######## design 1 ########
[src/rtl/scan_decoder.sv]
// scan_decoder: registered N-to-2^N one-hot decoder with enable and an auto-scan mode
// that walks the outputs up or down, holding each position for DWELL clocks.
module scan_decoder #(
    parameter int N          = 2,
    parameter int DWELL      = 4,
    parameter bit ACTIVE_LOW = 1'b0
) (
    input  logic                Clk,
    input  logic                Rst_n,
    input  logic                En,
    input  logic                Mode,
    input  logic                Dir,
    input  logic [N-1:0]        W,
    output logic [(1<<N)-1:0]   Y,
    output logic [N-1:0]        Idx,
    output logic                Wrap
);
    localparam int M  = 1 << N;
    localparam int CW = DWELL > 1 ? $clog2(DWELL) : 1;
    localparam logic [CW-1:0] LAST    = CW'(DWELL - 1);
    localparam logic [M-1:0]  OFF_PAT = {M{ACTIVE_LOW}};
    localparam logic [1:0] S_OFF    = 2'd0;
    localparam logic [1:0] S_DIRECT = 2'd1;
    localparam logic [1:0] S_START  = 2'd2;
    localparam logic [1:0] S_SCAN   = 2'd3;

    logic [1:0]    state, state_nxt;
    logic          prev_mode;
    logic [CW-1:0] cnt, cnt_nxt;
    logic [N-1:0]  idx_nxt;
    logic          adv, wrap_nxt;

    // prev_mode is the last mode seen while enabled; it decides resume vs reload after a pause
    always_comb begin
        state_nxt = !En ? S_OFF :
                    !Mode ? S_DIRECT :
                    (state == S_DIRECT || (state == S_OFF && !prev_mode)) ? S_START : S_SCAN;
        adv       = state_nxt == S_SCAN && cnt == LAST;
        idx_nxt   = (state_nxt == S_DIRECT || state_nxt == S_START) ? W :
                    adv ? (Dir ? Idx - 1'b1 : Idx + 1'b1) : Idx;
        cnt_nxt   = state_nxt == S_SCAN ? (adv ? '0 : cnt + 1'b1) :
                    state_nxt == S_OFF ? cnt : '0;
        wrap_nxt  = adv && (Dir ? Idx == '0 : Idx == '1);
    end

    always_ff @(posedge Clk or negedge Rst_n) begin
        if (!Rst_n) begin
            state     <= S_OFF;
            prev_mode <= 1'b0;
            cnt       <= '0;
            Idx       <= '0;
            Wrap      <= 1'b0;
            Y         <= OFF_PAT;
        end else begin
            state     <= state_nxt;
            if (En) prev_mode <= Mode;
            cnt       <= cnt_nxt;
            Idx       <= idx_nxt;
            Wrap      <= wrap_nxt;
            Y         <= state_nxt == S_OFF ? OFF_PAT : OFF_PAT ^ (M'(1) << idx_nxt);
        end
    end
endmodule

[config.mk]
export PLATFORM = sky130hd
export DESIGN_NAME = scan_decoder
export DESIGN_NICKNAME = d
export VERILOG_FILES = /design/src/rtl/scan_decoder.sv
export SDC_FILE = /design/constraint.sdc
export NUM_CORES = 1
export LEC_CHECK = 0
export CORE_AREA = 10 10 47 49
export CTS_BUF_LIST = sky130_fd_sc_hd__clkbuf_8
export CTS_CLUSTER_SIZE = 12
export DETAILED_ROUTE_END_ITERATION = 10
export DIE_AREA = 0 0 57 59
export HOLD_SLACK_MARGIN = 0.02
export PLACE_DENSITY = 0.8
export SKIP_LAST_GASP = 1
export SYNTH_ARGS = -nofsm -noshare
export SYNTH_HDL_FRONTEND = slang
export SYNTH_SLANG_ARGS = --single-unit
[constraint.sdc]
create_clock -name Clk -period 2.5 [get_ports Clk]
set_input_delay 0.75 -clock Clk [delete_from_list [all_inputs] [get_ports Clk]]
set_output_delay 0.75 -clock Clk [all_outputs]
set_load 0.03 [all_outputs]
######## design 2 ########
$ cat src/rtl/pat_seq_det_if.sv
// Bundle of pattern-detector control/data signals between a driver and pat_seq_det.
// Optional pat_mask signal present only when PAT_SEQ_DET_MASK_EN is defined.
interface pat_seq_det_if #(
  parameter int PAT_W = 8,
  parameter int CNT_W = 8
);
  logic             data_valid;
  logic             data;
  logic             pat_load;
  logic [PAT_W-1:0] pattern;
`ifdef PAT_SEQ_DET_MASK_EN
  logic [PAT_W-1:0] pat_mask;
`endif
  logic             overlap;
  logic             cnt_clr;
  logic             flag;
  logic [CNT_W-1:0] match_cnt;
  logic             cnt_sat;

  modport master (
`ifdef PAT_SEQ_DET_MASK_EN
    output pat_mask,
`endif
    output data_valid, data, pat_load, pattern, overlap, cnt_clr,
    input  flag, match_cnt, cnt_sat
  );

  modport slave (
`ifdef PAT_SEQ_DET_MASK_EN
    input  pat_mask,
`endif
    input  data_valid, data, pat_load, pattern, overlap, cnt_clr,
    output flag, match_cnt, cnt_sat
  );
endinterface

$ cat src/rtl/pat_seq_det.sv
// Serial bit-pattern detector with overlap/non-overlap modes and a saturating match counter.
// Define PAT_SEQ_DET_MASK_EN to add a per-bit don't-care mask captured alongside the pattern.
module pat_seq_det #(
  parameter int PAT_W = 8,
  parameter int CNT_W = 8
) (
  input  logic         clk,
  input  logic         reset,
  pat_seq_det_if.slave bus
);
  localparam int FILL_W = $clog2(PAT_W + 1);
  localparam logic [FILL_W-1:0] FULL = FILL_W'(PAT_W);

  function automatic logic [CNT_W-1:0] sat_inc(input logic [CNT_W-1:0] v);
    return (&v) ? v : v + CNT_W'(1);
  endfunction

  logic [PAT_W-1:0]  pat_p0;
  logic [PAT_W-1:0]  mask_p0;
  logic [PAT_W-1:0]  hist_p0;
  logic [FILL_W-1:0] fill_p0;
  logic              flag_p1;
  logic [CNT_W-1:0]  cnt_p1;
  logic              sat_p1;

  logic [PAT_W-1:0]  hist_nxt;
  logic [FILL_W-1:0] fill_inc;
  logic              hit;
  logic              match;

  // stage 0: candidate history/fill including the bit offered this cycle
  always_comb begin
    hist_nxt = {hist_p0[PAT_W-2:0], bus.data};
    fill_inc = (fill_p0 == FULL) ? FULL : fill_p0 + FILL_W'(1);
    hit      = ((hist_nxt ^ pat_p0) & mask_p0) == '0;
    match    = bus.data_valid && !bus.pat_load && (fill_inc == FULL) && hit;
  end

`ifdef PAT_SEQ_DET_MASK_EN
  always_ff @(posedge clk) begin
    if (reset)             mask_p0 <= '1;
    else if (bus.pat_load) mask_p0 <= bus.pat_mask;
  end
`else
  assign mask_p0 = '1;
`endif

  always_ff @(posedge clk) begin
    if (reset) begin
      pat_p0  <= '0;
      hist_p0 <= '0;
      fill_p0 <= '0;
    end else if (bus.pat_load) begin
      pat_p0  <= bus.pattern;
      hist_p0 <= '0;
      fill_p0 <= '0;
    end else if (bus.data_valid) begin
      hist_p0 <= hist_nxt;
      // non-overlap restarts the fill so the next match needs a whole fresh pattern
      fill_p0 <= (match && !bus.overlap) ? '0 : fill_inc;
    end
  end

  // stage 1: registered match pulse and counters
  always_ff @(posedge clk) begin
    if (reset) begin
      flag_p1 <= 1'b0;
      cnt_p1  <= '0;
      sat_p1  <= 1'b0;
    end else begin
      flag_p1 <= match;
      if (bus.cnt_clr) begin
        cnt_p1 <= '0;
        sat_p1 <= 1'b0;
      end else if (match) begin
        if (&cnt_p1) sat_p1 <= 1'b1;
        cnt_p1 <= sat_inc(cnt_p1);
      end
    end
  end

  assign bus.flag      = flag_p1;
  assign bus.match_cnt = cnt_p1;
  assign bus.cnt_sat   = sat_p1;
endmodule

$ cat src/flat_wrapper.sv
// flat-port wrapper written by rule: the top's interface ports become plain ports
module pat_seq_det_flat 
#(
  parameter int PAT_W = 8,
  parameter int CNT_W = 8
)
  (clk, reset, bus_data_valid, bus_data, bus_pat_load, bus_pattern, bus_overlap, bus_cnt_clr, bus_flag, bus_match_cnt, bus_cnt_sat);
  pat_seq_det_if #(.PAT_W(PAT_W), .CNT_W(CNT_W)) bus_i ();
  input  logic clk;
  input  logic reset;
  input wire logic [$bits(bus_i.data_valid)-1:0] bus_data_valid;
  input wire logic [$bits(bus_i.data)-1:0] bus_data;
  input wire logic [$bits(bus_i.pat_load)-1:0] bus_pat_load;
  input wire logic [$bits(bus_i.pattern)-1:0] bus_pattern;
  input wire logic [$bits(bus_i.overlap)-1:0] bus_overlap;
  input wire logic [$bits(bus_i.cnt_clr)-1:0] bus_cnt_clr;
  output wire logic [$bits(bus_i.flag)-1:0] bus_flag;
  output wire logic [$bits(bus_i.match_cnt)-1:0] bus_match_cnt;
  output wire logic [$bits(bus_i.cnt_sat)-1:0] bus_cnt_sat;
  assign bus_i.data_valid = bus_data_valid;
  assign bus_i.data = bus_data;
  assign bus_i.pat_load = bus_pat_load;
  assign bus_i.pattern = bus_pattern;
  assign bus_i.overlap = bus_overlap;
  assign bus_i.cnt_clr = bus_cnt_clr;
  assign bus_flag = bus_i.flag;
  assign bus_match_cnt = bus_i.match_cnt;
  assign bus_cnt_sat = bus_i.cnt_sat;
  pat_seq_det #(.PAT_W(PAT_W), .CNT_W(CNT_W)) u_core (.clk(clk), .reset(reset), .bus(bus_i));
endmodule
$ cat config.mk
export PLATFORM = sky130hd
export DESIGN_NAME = pat_seq_det_flat
export DESIGN_NICKNAME = d
export VERILOG_FILES = /design/src/rtl/pat_seq_det_if.sv /design/src/rtl/pat_seq_det.sv /design/src/flat_wrapper.sv
export SDC_FILE = /design/constraint.sdc
export NUM_CORES = 1
export LEC_CHECK = 0
export ABC_AREA = 1
export CAP_MARGIN = 10
export CORE_MARGIN = 8
export CORE_UTILIZATION = 30
export DETAILED_ROUTE_END_ITERATION = 8
export PLACE_DENSITY_LB_ADDON = 0.1
export SKIP_CTS_REPAIR_TIMING = 1
export SYNTH_ARGS = -nofsm -noshare
export SYNTH_HDL_FRONTEND = slang
export SYNTH_SLANG_ARGS = --single-unit
$ cat constraint.sdc
create_clock -name clk -period 1.97 [get_ports clk]
set_input_delay 0.394 -clock clk [delete_from_list [all_inputs] [get_ports clk]]
set_output_delay 0.394 -clock clk [all_outputs]
set_load 0.05 [all_outputs]
######## design 3 ########
==> src/rtl/noc_rr_arbiter_pkg.sv <==
// rtl/noc_rr_arbiter_pkg.sv - shared helpers for the round-robin arbiter
package noc_rr_arbiter_pkg;

    localparam int MAX_N = 32;

    function automatic int ptr_width(input int n);
        return (n > 1) ? $clog2(n) : 1;
    endfunction

    // Index of the lowest set bit; callers only pass one-hot or zero vectors.
    function automatic int onehot_to_idx(input logic [MAX_N-1:0] onehot);
        int idx;
        idx = 0;
        for (int i = MAX_N - 1; i >= 0; i--) begin
            if (onehot[i]) begin
                idx = i;
            end
        end
        return idx;
    endfunction

endpackage

==> src/rtl/noc_rr_arbiter_fixed_prio_arbiter.sv <==
// rtl/noc_rr_arbiter_fixed_prio_arbiter.sv - LSB-first one-hot fixed-priority pick
module fixed_prio_arbiter #(
    parameter int N = 4
) (
    input  logic [N-1:0] req,
    output logic [N-1:0] grant
);

    logic found;

    always_comb begin
        grant = '0;
        found = 1'b0;
        for (int i = 0; i < N; i++) begin
            if (req[i] && !found) begin
                grant[i] = 1'b1;
                found    = 1'b1;
            end
        end
    end

endmodule

==> src/rtl/noc_rr_arbiter.sv <==
// rtl/noc_rr_arbiter.sv - round-robin arbiter, pointer advances only on update_i
module noc_rr_arbiter
    import noc_rr_arbiter_pkg::*;
#(
    parameter int N_OF_INPUTS = 4
) (
    input  logic                   clk,
    input  logic                   arst,
    input  logic                   update_i,
    input  logic [N_OF_INPUTS-1:0] req_i,
    output logic [N_OF_INPUTS-1:0] grant_o
);

    localparam int PTR_W = ptr_width(N_OF_INPUTS);

    logic [PTR_W-1:0]       ptr;
    logic [PTR_W-1:0]       next_ptr;
    logic [N_OF_INPUTS-1:0] mask;
    logic [N_OF_INPUTS-1:0] masked_req;
    logic [N_OF_INPUTS-1:0] masked_grant;
    logic [N_OF_INPUTS-1:0] plain_grant;
    int                     grant_idx;

    // Mask keeps requesters at or above ptr; if none remain the scan wraps to the unmasked pick.
    always_comb begin
        mask = '0;
        for (int i = 0; i < N_OF_INPUTS; i++) begin
            mask[i] = (PTR_W'(i) >= ptr);
        end
    end

    assign masked_req = req_i & mask;

    fixed_prio_arbiter #(.N(N_OF_INPUTS)) u_masked (
        .req   (masked_req),
        .grant (masked_grant)
    );

    fixed_prio_arbiter #(.N(N_OF_INPUTS)) u_plain (
        .req   (req_i),
        .grant (plain_grant)
    );

    assign grant_o = (|masked_req) ? masked_grant : plain_grant;

    always_comb begin
        grant_idx = onehot_to_idx(MAX_N'(grant_o));
        if (grant_idx == N_OF_INPUTS - 1) begin
            next_ptr = '0;
        end else begin
            next_ptr = PTR_W'(grant_idx + 1);
        end
    end

    always_ff @(posedge clk or posedge arst) begin
        if (arst) begin
            ptr <= '0;
        end else if (update_i && (|grant_o)) begin
            ptr <= next_ptr;
        end
    end

endmodule

==> config.mk <==
export PLATFORM = sky130hd
export DESIGN_NAME = noc_rr_arbiter
export DESIGN_NICKNAME = d
export VERILOG_FILES = /design/src/rtl/noc_rr_arbiter_pkg.sv /design/src/rtl/noc_rr_arbiter_fixed_prio_arbiter.sv /design/src/rtl/noc_rr_arbiter.sv
export SDC_FILE = /design/constraint.sdc
export NUM_CORES = 1
export LEC_CHECK = 0
export CORE_AREA = 2 2 39 41
export CTS_CLUSTER_DIAMETER = 50
export DETAILED_ROUTE_END_ITERATION = 7
export DIE_AREA = 0 0 41 43
export GPL_TIMING_DRIVEN = 0
export PLACE_DENSITY = 0.52
export SYNTH_ARGS = -nofsm -noshare
export SYNTH_HDL_FRONTEND = slang
export SYNTH_SLANG_ARGS = --single-unit
==> constraint.sdc <==
create_clock -name clk -period 1.63 [get_ports clk]
set_clock_uncertainty 0.2 [all_clocks]
set_input_delay 0.326 -clock clk [delete_from_list [all_inputs] [get_ports clk]]
set_output_delay 0.326 -clock clk [all_outputs]
set_load 0.02 [all_outputs]
**Design 3: signal wires on met1**

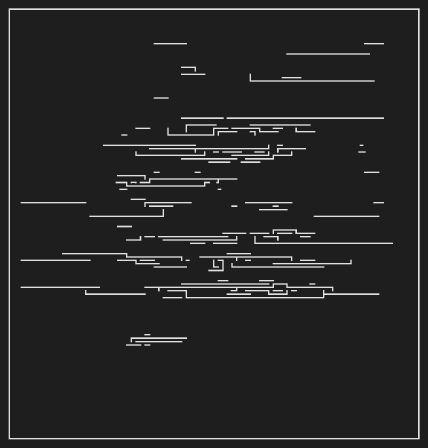
main direction: horizontal
nets with wire on the layer: 55
count of vias placed by the detailed router: 341
met1 track demand over resource in global routing: 16.5%

==> results.toml, design 3 <==
# physical design summary
[global_route]
grt_start_max_net_pins = 10
grt_overflow_total = 0
grt_util_met3_pct = 0
grt_use_total_pct = 10.6

[detailed_routing]
drc_errors = 0
drt-pass1-iter-count = 2
met2WireLength_um = 387
dr.max_layer_used = "met3"
count_of_nets_left_with_antenna_violations_after_detail_routing = 0

[layout]
drive_above_1_share_pct = 51.8
layout_top_cells = "buf_4 (9), buf_6 (7)"
largest-register = "ptr"
reg.largest.list = "ptr (2)"

[synth]
synth-main-ff-cell = "dfrtp_1"
enable_flop_cells = 0
yosys-mux-area-fraction_pct = 3.91
post_synth_main_area_contributors = "dfrtp_1 (17%), buf_6 (7.8%), o221a_1 (7.8%)"
synth_cells = 34
synthDominantAreaCellType = "dfrtp_1"

[die]
placementRows = 14
design.die.area_mm2 = 0.00176
num_io_pins = 11

[min_path]
class_of_the_worst_hold_path = "input port to async pin"

[placement]
detailed_place.area_um2 = 398
io_buffer_count = 9
numPlacedInstances = 59
post-place-ws_ns = -0.915

[status]
outcome = "complete, but fails checks"
failed_checks = "setup timing"

[critical_path]
critical_path.max_stage_delay_ns = 0.41
cpLargestDelayFamily = "flip-flops"
worst_path_max_delay_cell = "dfrtp_2"
worstSetupStartpoint = "ptr[0]"
ff2ff_path_depth = 7

[final_timing]
fin_crit_ns = 1.87
setup_viol_count_final = 6
whs_ns = 0.0567
final.period_utilization_pct = 115
final_critical_path_setup_slack_ns = -0.237

[cts]
worstSkewPairLatency_ns = 0.22
ctsRootBufferMaster = "clkbuf_4"
clk_pin_slew_ns = 0.03

[power]
report.power.total_mw = 0.840
p_clk_share_pct = 13.0
leakagePower_nw = 0.260
-- design 3: area by class of cell --
cell class,count,area [µm²]
fill,146,861
multi-input combinational,26,221
timing repair buffer,19,168
sequential,2,51.3
clock buffer,3,22.5
buffer,2,22.5
tap,16,20.0
inverter,4,17.5
-- design 3: what timing repair did --
action / CTS / global route
gates resized: 33 / 5
pin swaps: 7 / 4
setup buffers: 9 / 1
endpoints found under the setup margin: 6 / 6
hold buffers: 0 / 0
**Design 2: clock nets**

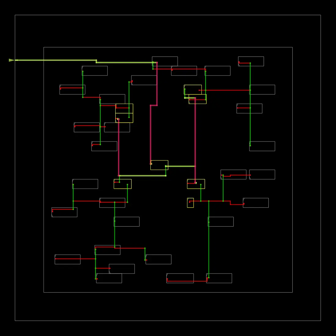
clk pwr: 0.544 mW
number of clock buffers inserted by TritonCTS: 5
clkbuf count: 7
clock skew after layout: 0.00443 ns
Clock Sinks: 29

==> results.toml, design 2 <==
# physical design summary
[placement]
detailed_place.area_mm2 = 0.00189

[critical_path]
regToRegStartpoint = "u_core.fill_p0[1]"
critical_path.max_stage_delay_ns = 0.83
critical_path.endpoint_type = "output port"

[status]
outcome = "complete, no violations"

[layout]
seqCellArea_um2 = 582
nonclk_buf_count = 27
layout.comb_gates.multi_input = 172
non_clock_inverters = 36
seq_cells = 29

[global_route]
first_global_vias = 1501
grt_start_max_net_pins = 17

[synth]
synthDominantAreaCellType = "dfxtp_1"
synth-adder-area-share_pct = 2.40

[detailed_routing]
drt-pass1-iter-count = 4

[cts]
clk_pin_slew_ns = 0.06

[die]
die_h_um = 88.2
core-area_mm2 = 0.00507

[flow_run]
warnings = 27
drv_cap = 0

[power]
part_of_the_total_power_dissipated_in_sequential_elements_pct = 47.2
## design 2: power by group through the flow
stage | clock [mW] | sequential (mW) | combinational [mW]
final | 0.544 | 0.617 | 0.147
after global routing | 0.587 | 0.619 | 0.173
after CTS | 0.565 | 0.616 | 0.150
after detailed placement | 0 | 0.630 | 0.149
after global placement | 0 | 0.629 | 0.150
after floorplan | 0 | 0.627 | 0.0932
## design 2: metrics by stage
stage / cells / TNS [ns]
after floorplan: 240 / 0
after global routing: 342 / 0
after CTS: 342 / 0
after detailed placement: 334 / -0.00614
final: 342 / 0
after global placement: 334 / 0
**Design 1: signal wires on met1**

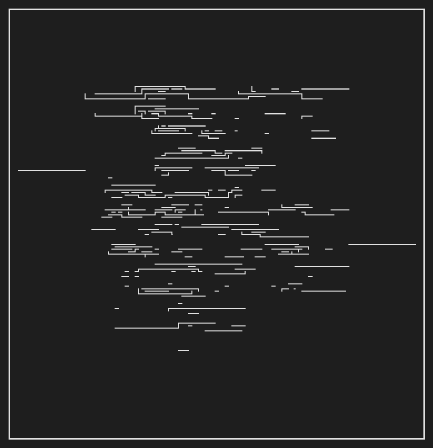
longest straight run: 12.0 µm
share of all routed wire: 43%
wire length on this layer: 556 µm
main direction: horizontal
met1 track demand over resource in global routing: 8.91%
total detailed-routing wirelength: 1.28 mm
count of vias placed by the detailed router: 490

==> results.toml, design 1 <==
# physical design summary
[cts]
cts.repair.resized = 0
cts_tree = "done"

[status]
outcome = "complete, no violations"

[detailed_routing]
routed_wire_length_per_instance_um = 13.8
vias_per_cell = 5.27
count_of_nets_left_with_antenna_violations_after_detail_routing = 0

[layout]
seq_cells = 12

[die]
fp-utilization_pct = 43.2
design.die.area_mm2 = 0.00336
die_h_um = 59

[final_timing]
worst-slew-pin-transition_ns = 0.546

[synth]
netlist_area_um2 = 606
top_cell = "dfrtp_1"
synthAoiAreaFrac_pct = 15.5

[critical_path]
critical_path.endpoint_type = "flop"

[power]
power.group.top = "registers"
[design 1: per-stage QoR]
stage / setup slack (ns) / setup TNS [ns] / cell area [µm²]
after CTS: 0.119 / 0 / 841
after global placement: -0.105 / -0.303 / 786
after detailed placement: -0.123 / -0.448 / 786
after global routing: 0.0130 / 0 / 843
after floorplan: 0.479 / 0 / 606
final: 0.129 / 0 / 843
[design 1: flip-flops by register name (all words and copies together) (netlist names)]
name and count:
Y 4, Idx 2, cnt 2, state 2
Wrap 1, prev_mode 1

######## design 4 ########
**Design 4: signal wires on met1**

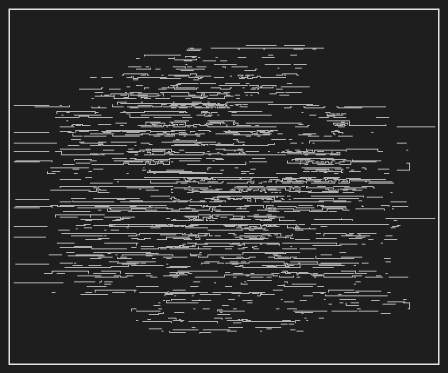
**Design 4: M2 wires**

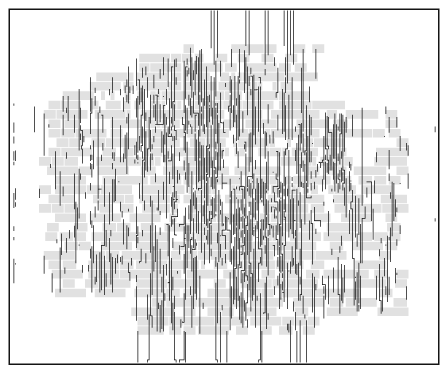
<file path="config.mk">
export PLATFORM = sky130hd
export DESIGN_NAME = ssd_scan_driver_flat
export DESIGN_NICKNAME = d
export VERILOG_FILES = /design/src/rtl/ssd_scan_driver_if.sv /design/src/rtl/ssd_scan_driver.sv /design/src/flat_wrapper.sv
export SDC_FILE = /design/constraint.sdc
export NUM_CORES = 1
export LEC_CHECK = 0
export CORE_ASPECT_RATIO = 0.8
export CORE_MARGIN = 8
export CORE_UTILIZATION = 55
export DETAILED_ROUTE_END_ITERATION = 12
export HOLD_SLACK_MARGIN = 0.06
export PLACE_DENSITY = 0.86
export SETUP_SLACK_MARGIN = 0.5
export SLEW_MARGIN = 5
export SYNTH_ARGS = -nofsm -noshare
export SYNTH_HDL_FRONTEND = slang
export SYNTH_SLANG_ARGS = --single-unit
</file>
<file path="constraint.sdc">
create_clock -name clk -period 4.8 [get_ports clk]
set_input_delay 0.72 -clock clk [delete_from_list [all_inputs] [get_ports clk]]
set_output_delay 0.72 -clock clk [all_outputs]
set_load 0.02 [all_outputs]
</file>
<file path="src/rtl/ssd_scan_driver_if.sv">
// Bus between the value source and the seven-segment scan driver:
// display value/strobe/options in, anode/cathode drive and frame pulse out.
interface ssd_scan_driver_if;
    logic [31:0] value;
    logic        load;
    logic [7:0]  dp_in;
    logic        lz_blank;
    logic [7:0]  an;
    logic [6:0]  seg;
    logic        dp;
    logic        frame_done;

    modport master (
        output value, load, dp_in, lz_blank,
        input  an, seg, dp, frame_done
    );

    modport slave (
        input  value, load, dp_in, lz_blank,
        output an, seg, dp, frame_done
    );
endinterface

</file>
<file path="src/rtl/ssd_scan_driver.sv">
// Time-multiplexed 8-digit common-anode seven-segment driver with tear-free
// frame-boundary value transfer, anti-ghost blanking and leading-zero blanking.
module ssd_scan_driver #(
    parameter int unsigned DIV       = 100000,
    parameter int unsigned BLANK_CYC = 2000
) (
    input logic         clk,
    input logic         rst,
    ssd_scan_driver_if.slave bus
);
    localparam int unsigned PW = (DIV > 2) ? $clog2(DIV) : 1;

    localparam logic [0:0] BLANK = 1'b0;
    localparam logic [0:0] SHOW  = 1'b1;

    // Hex segment decode, active-low {g,f,e,d,c,b,a}
    function automatic logic [6:0] order(input logic [3:0] nib);
        logic [6:0] s;
        case (nib)
            4'h0: s = 7'h40;
            4'h1: s = 7'h79;
            4'h2: s = 7'h24;
            4'h3: s = 7'h30;
            4'h4: s = 7'h19;
            4'h5: s = 7'h12;
            4'h6: s = 7'h02;
            4'h7: s = 7'h78;
            4'h8: s = 7'h00;
            4'h9: s = 7'h10;
            4'hA: s = 7'h08;
            4'hB: s = 7'h03;
            4'hC: s = 7'h46;
            4'hD: s = 7'h21;
            4'hE: s = 7'h06;
            default: s = 7'h0E;
        endcase
        return s;
    endfunction

    logic [PW-1:0] p;
    logic [2:0]    d;
    logic [31:0]   pend;
    logic          pend_v;
    logic [31:0]   active;
    logic [7:0]    active_dp;

    logic [0:0]    phase;
    logic          slot_end;
    logic          frame_end;
    logic [3:0]    nib;
    logic          suppress;
    logic [7:0]    an_next;
    logic [6:0]    seg_next;
    logic          dp_next;

    always_comb begin
        slot_end  = (p == PW'(DIV - 1));
        frame_end = slot_end && (d == 3'd7);
        phase     = (p < PW'(BLANK_CYC)) ? BLANK : SHOW;
        nib       = active[{d, 2'b00} +: 4];
        // Digit d is a leading zero when it and every higher nibble are zero
        suppress  = bus.lz_blank && (d != 3'd0) && ((active >> {d, 2'b00}) == '0);

        an_next  = '1;
        seg_next = '1;
        dp_next  = 1'b1;
        if (phase == SHOW) begin
            an_next[d] = 1'b0;
            if (!suppress) begin
                seg_next = order(nib);
                dp_next  = ~active_dp[d];
            end
        end
    end

    always_ff @(posedge clk or posedge rst) begin
        if (rst) begin
            p      <= '0;
            d      <= '0;
            pend   <= '0;
            pend_v <= 1'b0;
            active <= '0;
            active_dp <= '0;
        end else begin
            if (slot_end) begin
                p <= '0;
                d <= d + 3'd1;
            end else begin
                p <= p + PW'(1);
            end

            if (bus.load) begin
                pend   <= bus.value;
                pend_v <= 1'b1;
            end

            // A load in the boundary cycle bypasses pend and wins over it
            if (frame_end) begin
                active_dp <= bus.dp_in;
                if (bus.load) begin
                    active <= bus.value;
                    pend_v <= 1'b0;
                end else if (pend_v) begin
                    active <= pend;
                    pend_v <= 1'b0;
                end
            end
        end
    end

    always_ff @(posedge clk or posedge rst) begin
        if (rst) begin
            bus.an         <= '1;
            bus.seg        <= '1;
            bus.dp         <= 1'b1;
            bus.frame_done <= 1'b0;
        end else begin
            bus.an         <= an_next;
            bus.seg        <= seg_next;
            bus.dp         <= dp_next;
            bus.frame_done <= frame_end;
        end
    end
endmodule
</file>
<file path="src/flat_wrapper.sv">
// flat-port wrapper written by rule: the top's interface ports become plain ports
module ssd_scan_driver_flat 
#(
    parameter int unsigned DIV       = 100000,
    parameter int unsigned BLANK_CYC = 2000
)
  (clk, rst, bus_value, bus_load, bus_dp_in, bus_lz_blank, bus_an, bus_seg, bus_dp, bus_frame_done);
  ssd_scan_driver_if bus_i ();
  input logic clk;
  input logic rst;
  input wire logic [$bits(bus_i.value)-1:0] bus_value;
  input wire logic [$bits(bus_i.load)-1:0] bus_load;
  input wire logic [$bits(bus_i.dp_in)-1:0] bus_dp_in;
  input wire logic [$bits(bus_i.lz_blank)-1:0] bus_lz_blank;
  output wire logic [$bits(bus_i.an)-1:0] bus_an;
  output wire logic [$bits(bus_i.seg)-1:0] bus_seg;
  output wire logic [$bits(bus_i.dp)-1:0] bus_dp;
  output wire logic [$bits(bus_i.frame_done)-1:0] bus_frame_done;
  assign bus_i.value = bus_value;
  assign bus_i.load = bus_load;
  assign bus_i.dp_in = bus_dp_in;
  assign bus_i.lz_blank = bus_lz_blank;
  assign bus_an = bus_i.an;
  assign bus_seg = bus_i.seg;
  assign bus_dp = bus_i.dp;
  assign bus_frame_done = bus_i.frame_done;
  ssd_scan_driver #(.DIV(DIV), .BLANK_CYC(BLANK_CYC)) u_core (.clk(clk), .rst(rst), .bus(bus_i));
endmodule
</file>
==> results.toml <==
# physical design summary
[status]
outcome = "complete, no violations"

[synth]
xor_share_pct = 2.91
synth_seq_share_pct = 54.1
synth_chip_area_mm2 = 0.00512
avgSynthCellArea_um2 = 12.8
yosys-stat-cells = 400
ys_sh_simple_pct = 11.2
distinct_cell_type_count_after_synthesis = 53

[global_route]
grt_util_met3_pct = 4.80
most_heavily_used_metal_layer_in_global_routing = "met2"
first_global_vias = 3480
grt_start_max_net_pins = 71
antenna_found_initial = 0
grt_use_total_pct = 18.1

[detailed_routing]
wire_length_on_met3_um = 746
dr.max_layer_used = "met4"

[cts]
worstSkewPairLatency_ns = 0.34
cts_tree = "done"
cts_made_buffers = 9
cts.repair.resized = 0

[layout]
reg.largest.list = "u_core.active (32), u_core.pend (32), u_core.p (17)"
seqCellArea_mm2 = 0.00277
drive_above_1_share_pct = 26.1

[placement]
detailed_place.area_mm2 = 0.00573

[critical_path]
critical_path.endpoint_type = "flop"
ff2ff_path_depth = 8
reg2reg_setup_slack_ns = 1.59
worstSetupStartpoint = "u_core.d[0]"

[die]
die_h_um = 102
num_io_pins = 61

[final_timing]
slew_headroom_pct = 33.8
setup_viol_count_final = 0
tns_ns = 0

[min_path]
instance_count_along_the_most_critical_hold_path = 1

[power]
pwr_density_cell_mw_per_mm2 = 312
## Picture notes: 'signal wires on met1' of design 4
nets with wire on the layer: 461
main direction: horizontal
longest straight run: 32.7 µm
wire length on this layer: 4,870 µm
share of all routed wire: 45%
total detailed-routing wirelength: 10.8 mm
met1 track demand over resource in global routing: 24.6%
count of vias placed by the detailed router: 3,335

## Picture notes: 'M2 wires' of design 4
wire length on this layer: 5,060 µm
share of all routed wire: 47%
longest straight run: 32.6 µm
main direction: vertical
M2 GR Usage: 27.5%

-- worst max-delay path: stages, from the launching register on --
cell and delay, ns:
dfrtp_1 1.00, mux4_1 0.71, nand2_1 0.11, nand2_1 0.16
inv_1 0.15, ha_1 0.22, nand3_1 0.10, o41a_1 0.51
o311ai_1 0.13
-- layout make-up --
cell class,instances,share of cell area (%)
timing repair buffer,63,10.3
clock buffer,10,3.96
clock inverter,5,1.08
tap,115,2.39
multi-input combinational,261,35.6
inverter,10,0.664
sequential,110,46.0


==> screenshots <==
M2 wires.
(a)
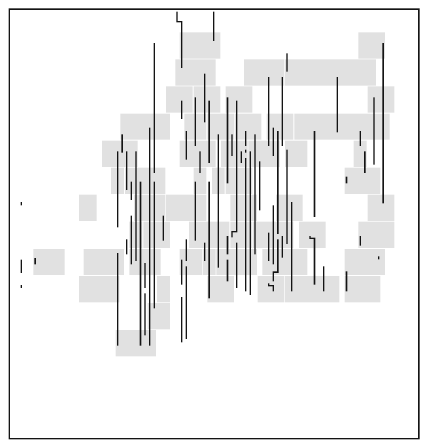
(b)
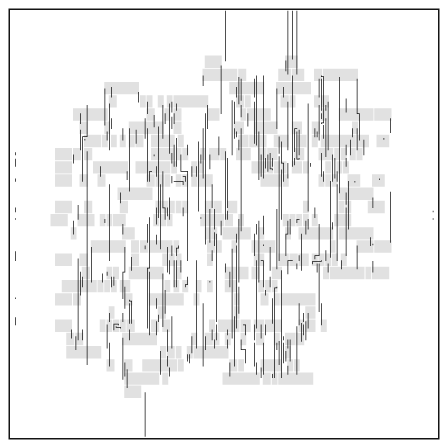
(c)
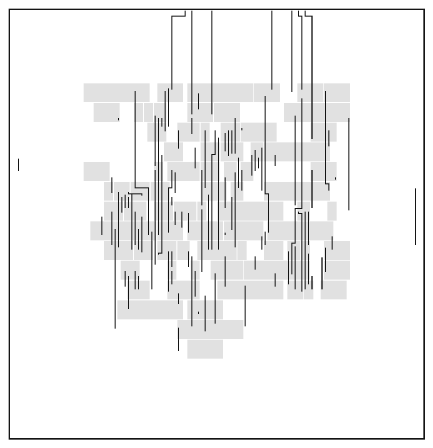
(c): design 1
(a): design 3
(b): design 2

Key to (c):
wire length on this layer: 601 µm
share of all routed wire: 47%
main direction: vertical

Power is estimated from default activity; no workload was simulated.
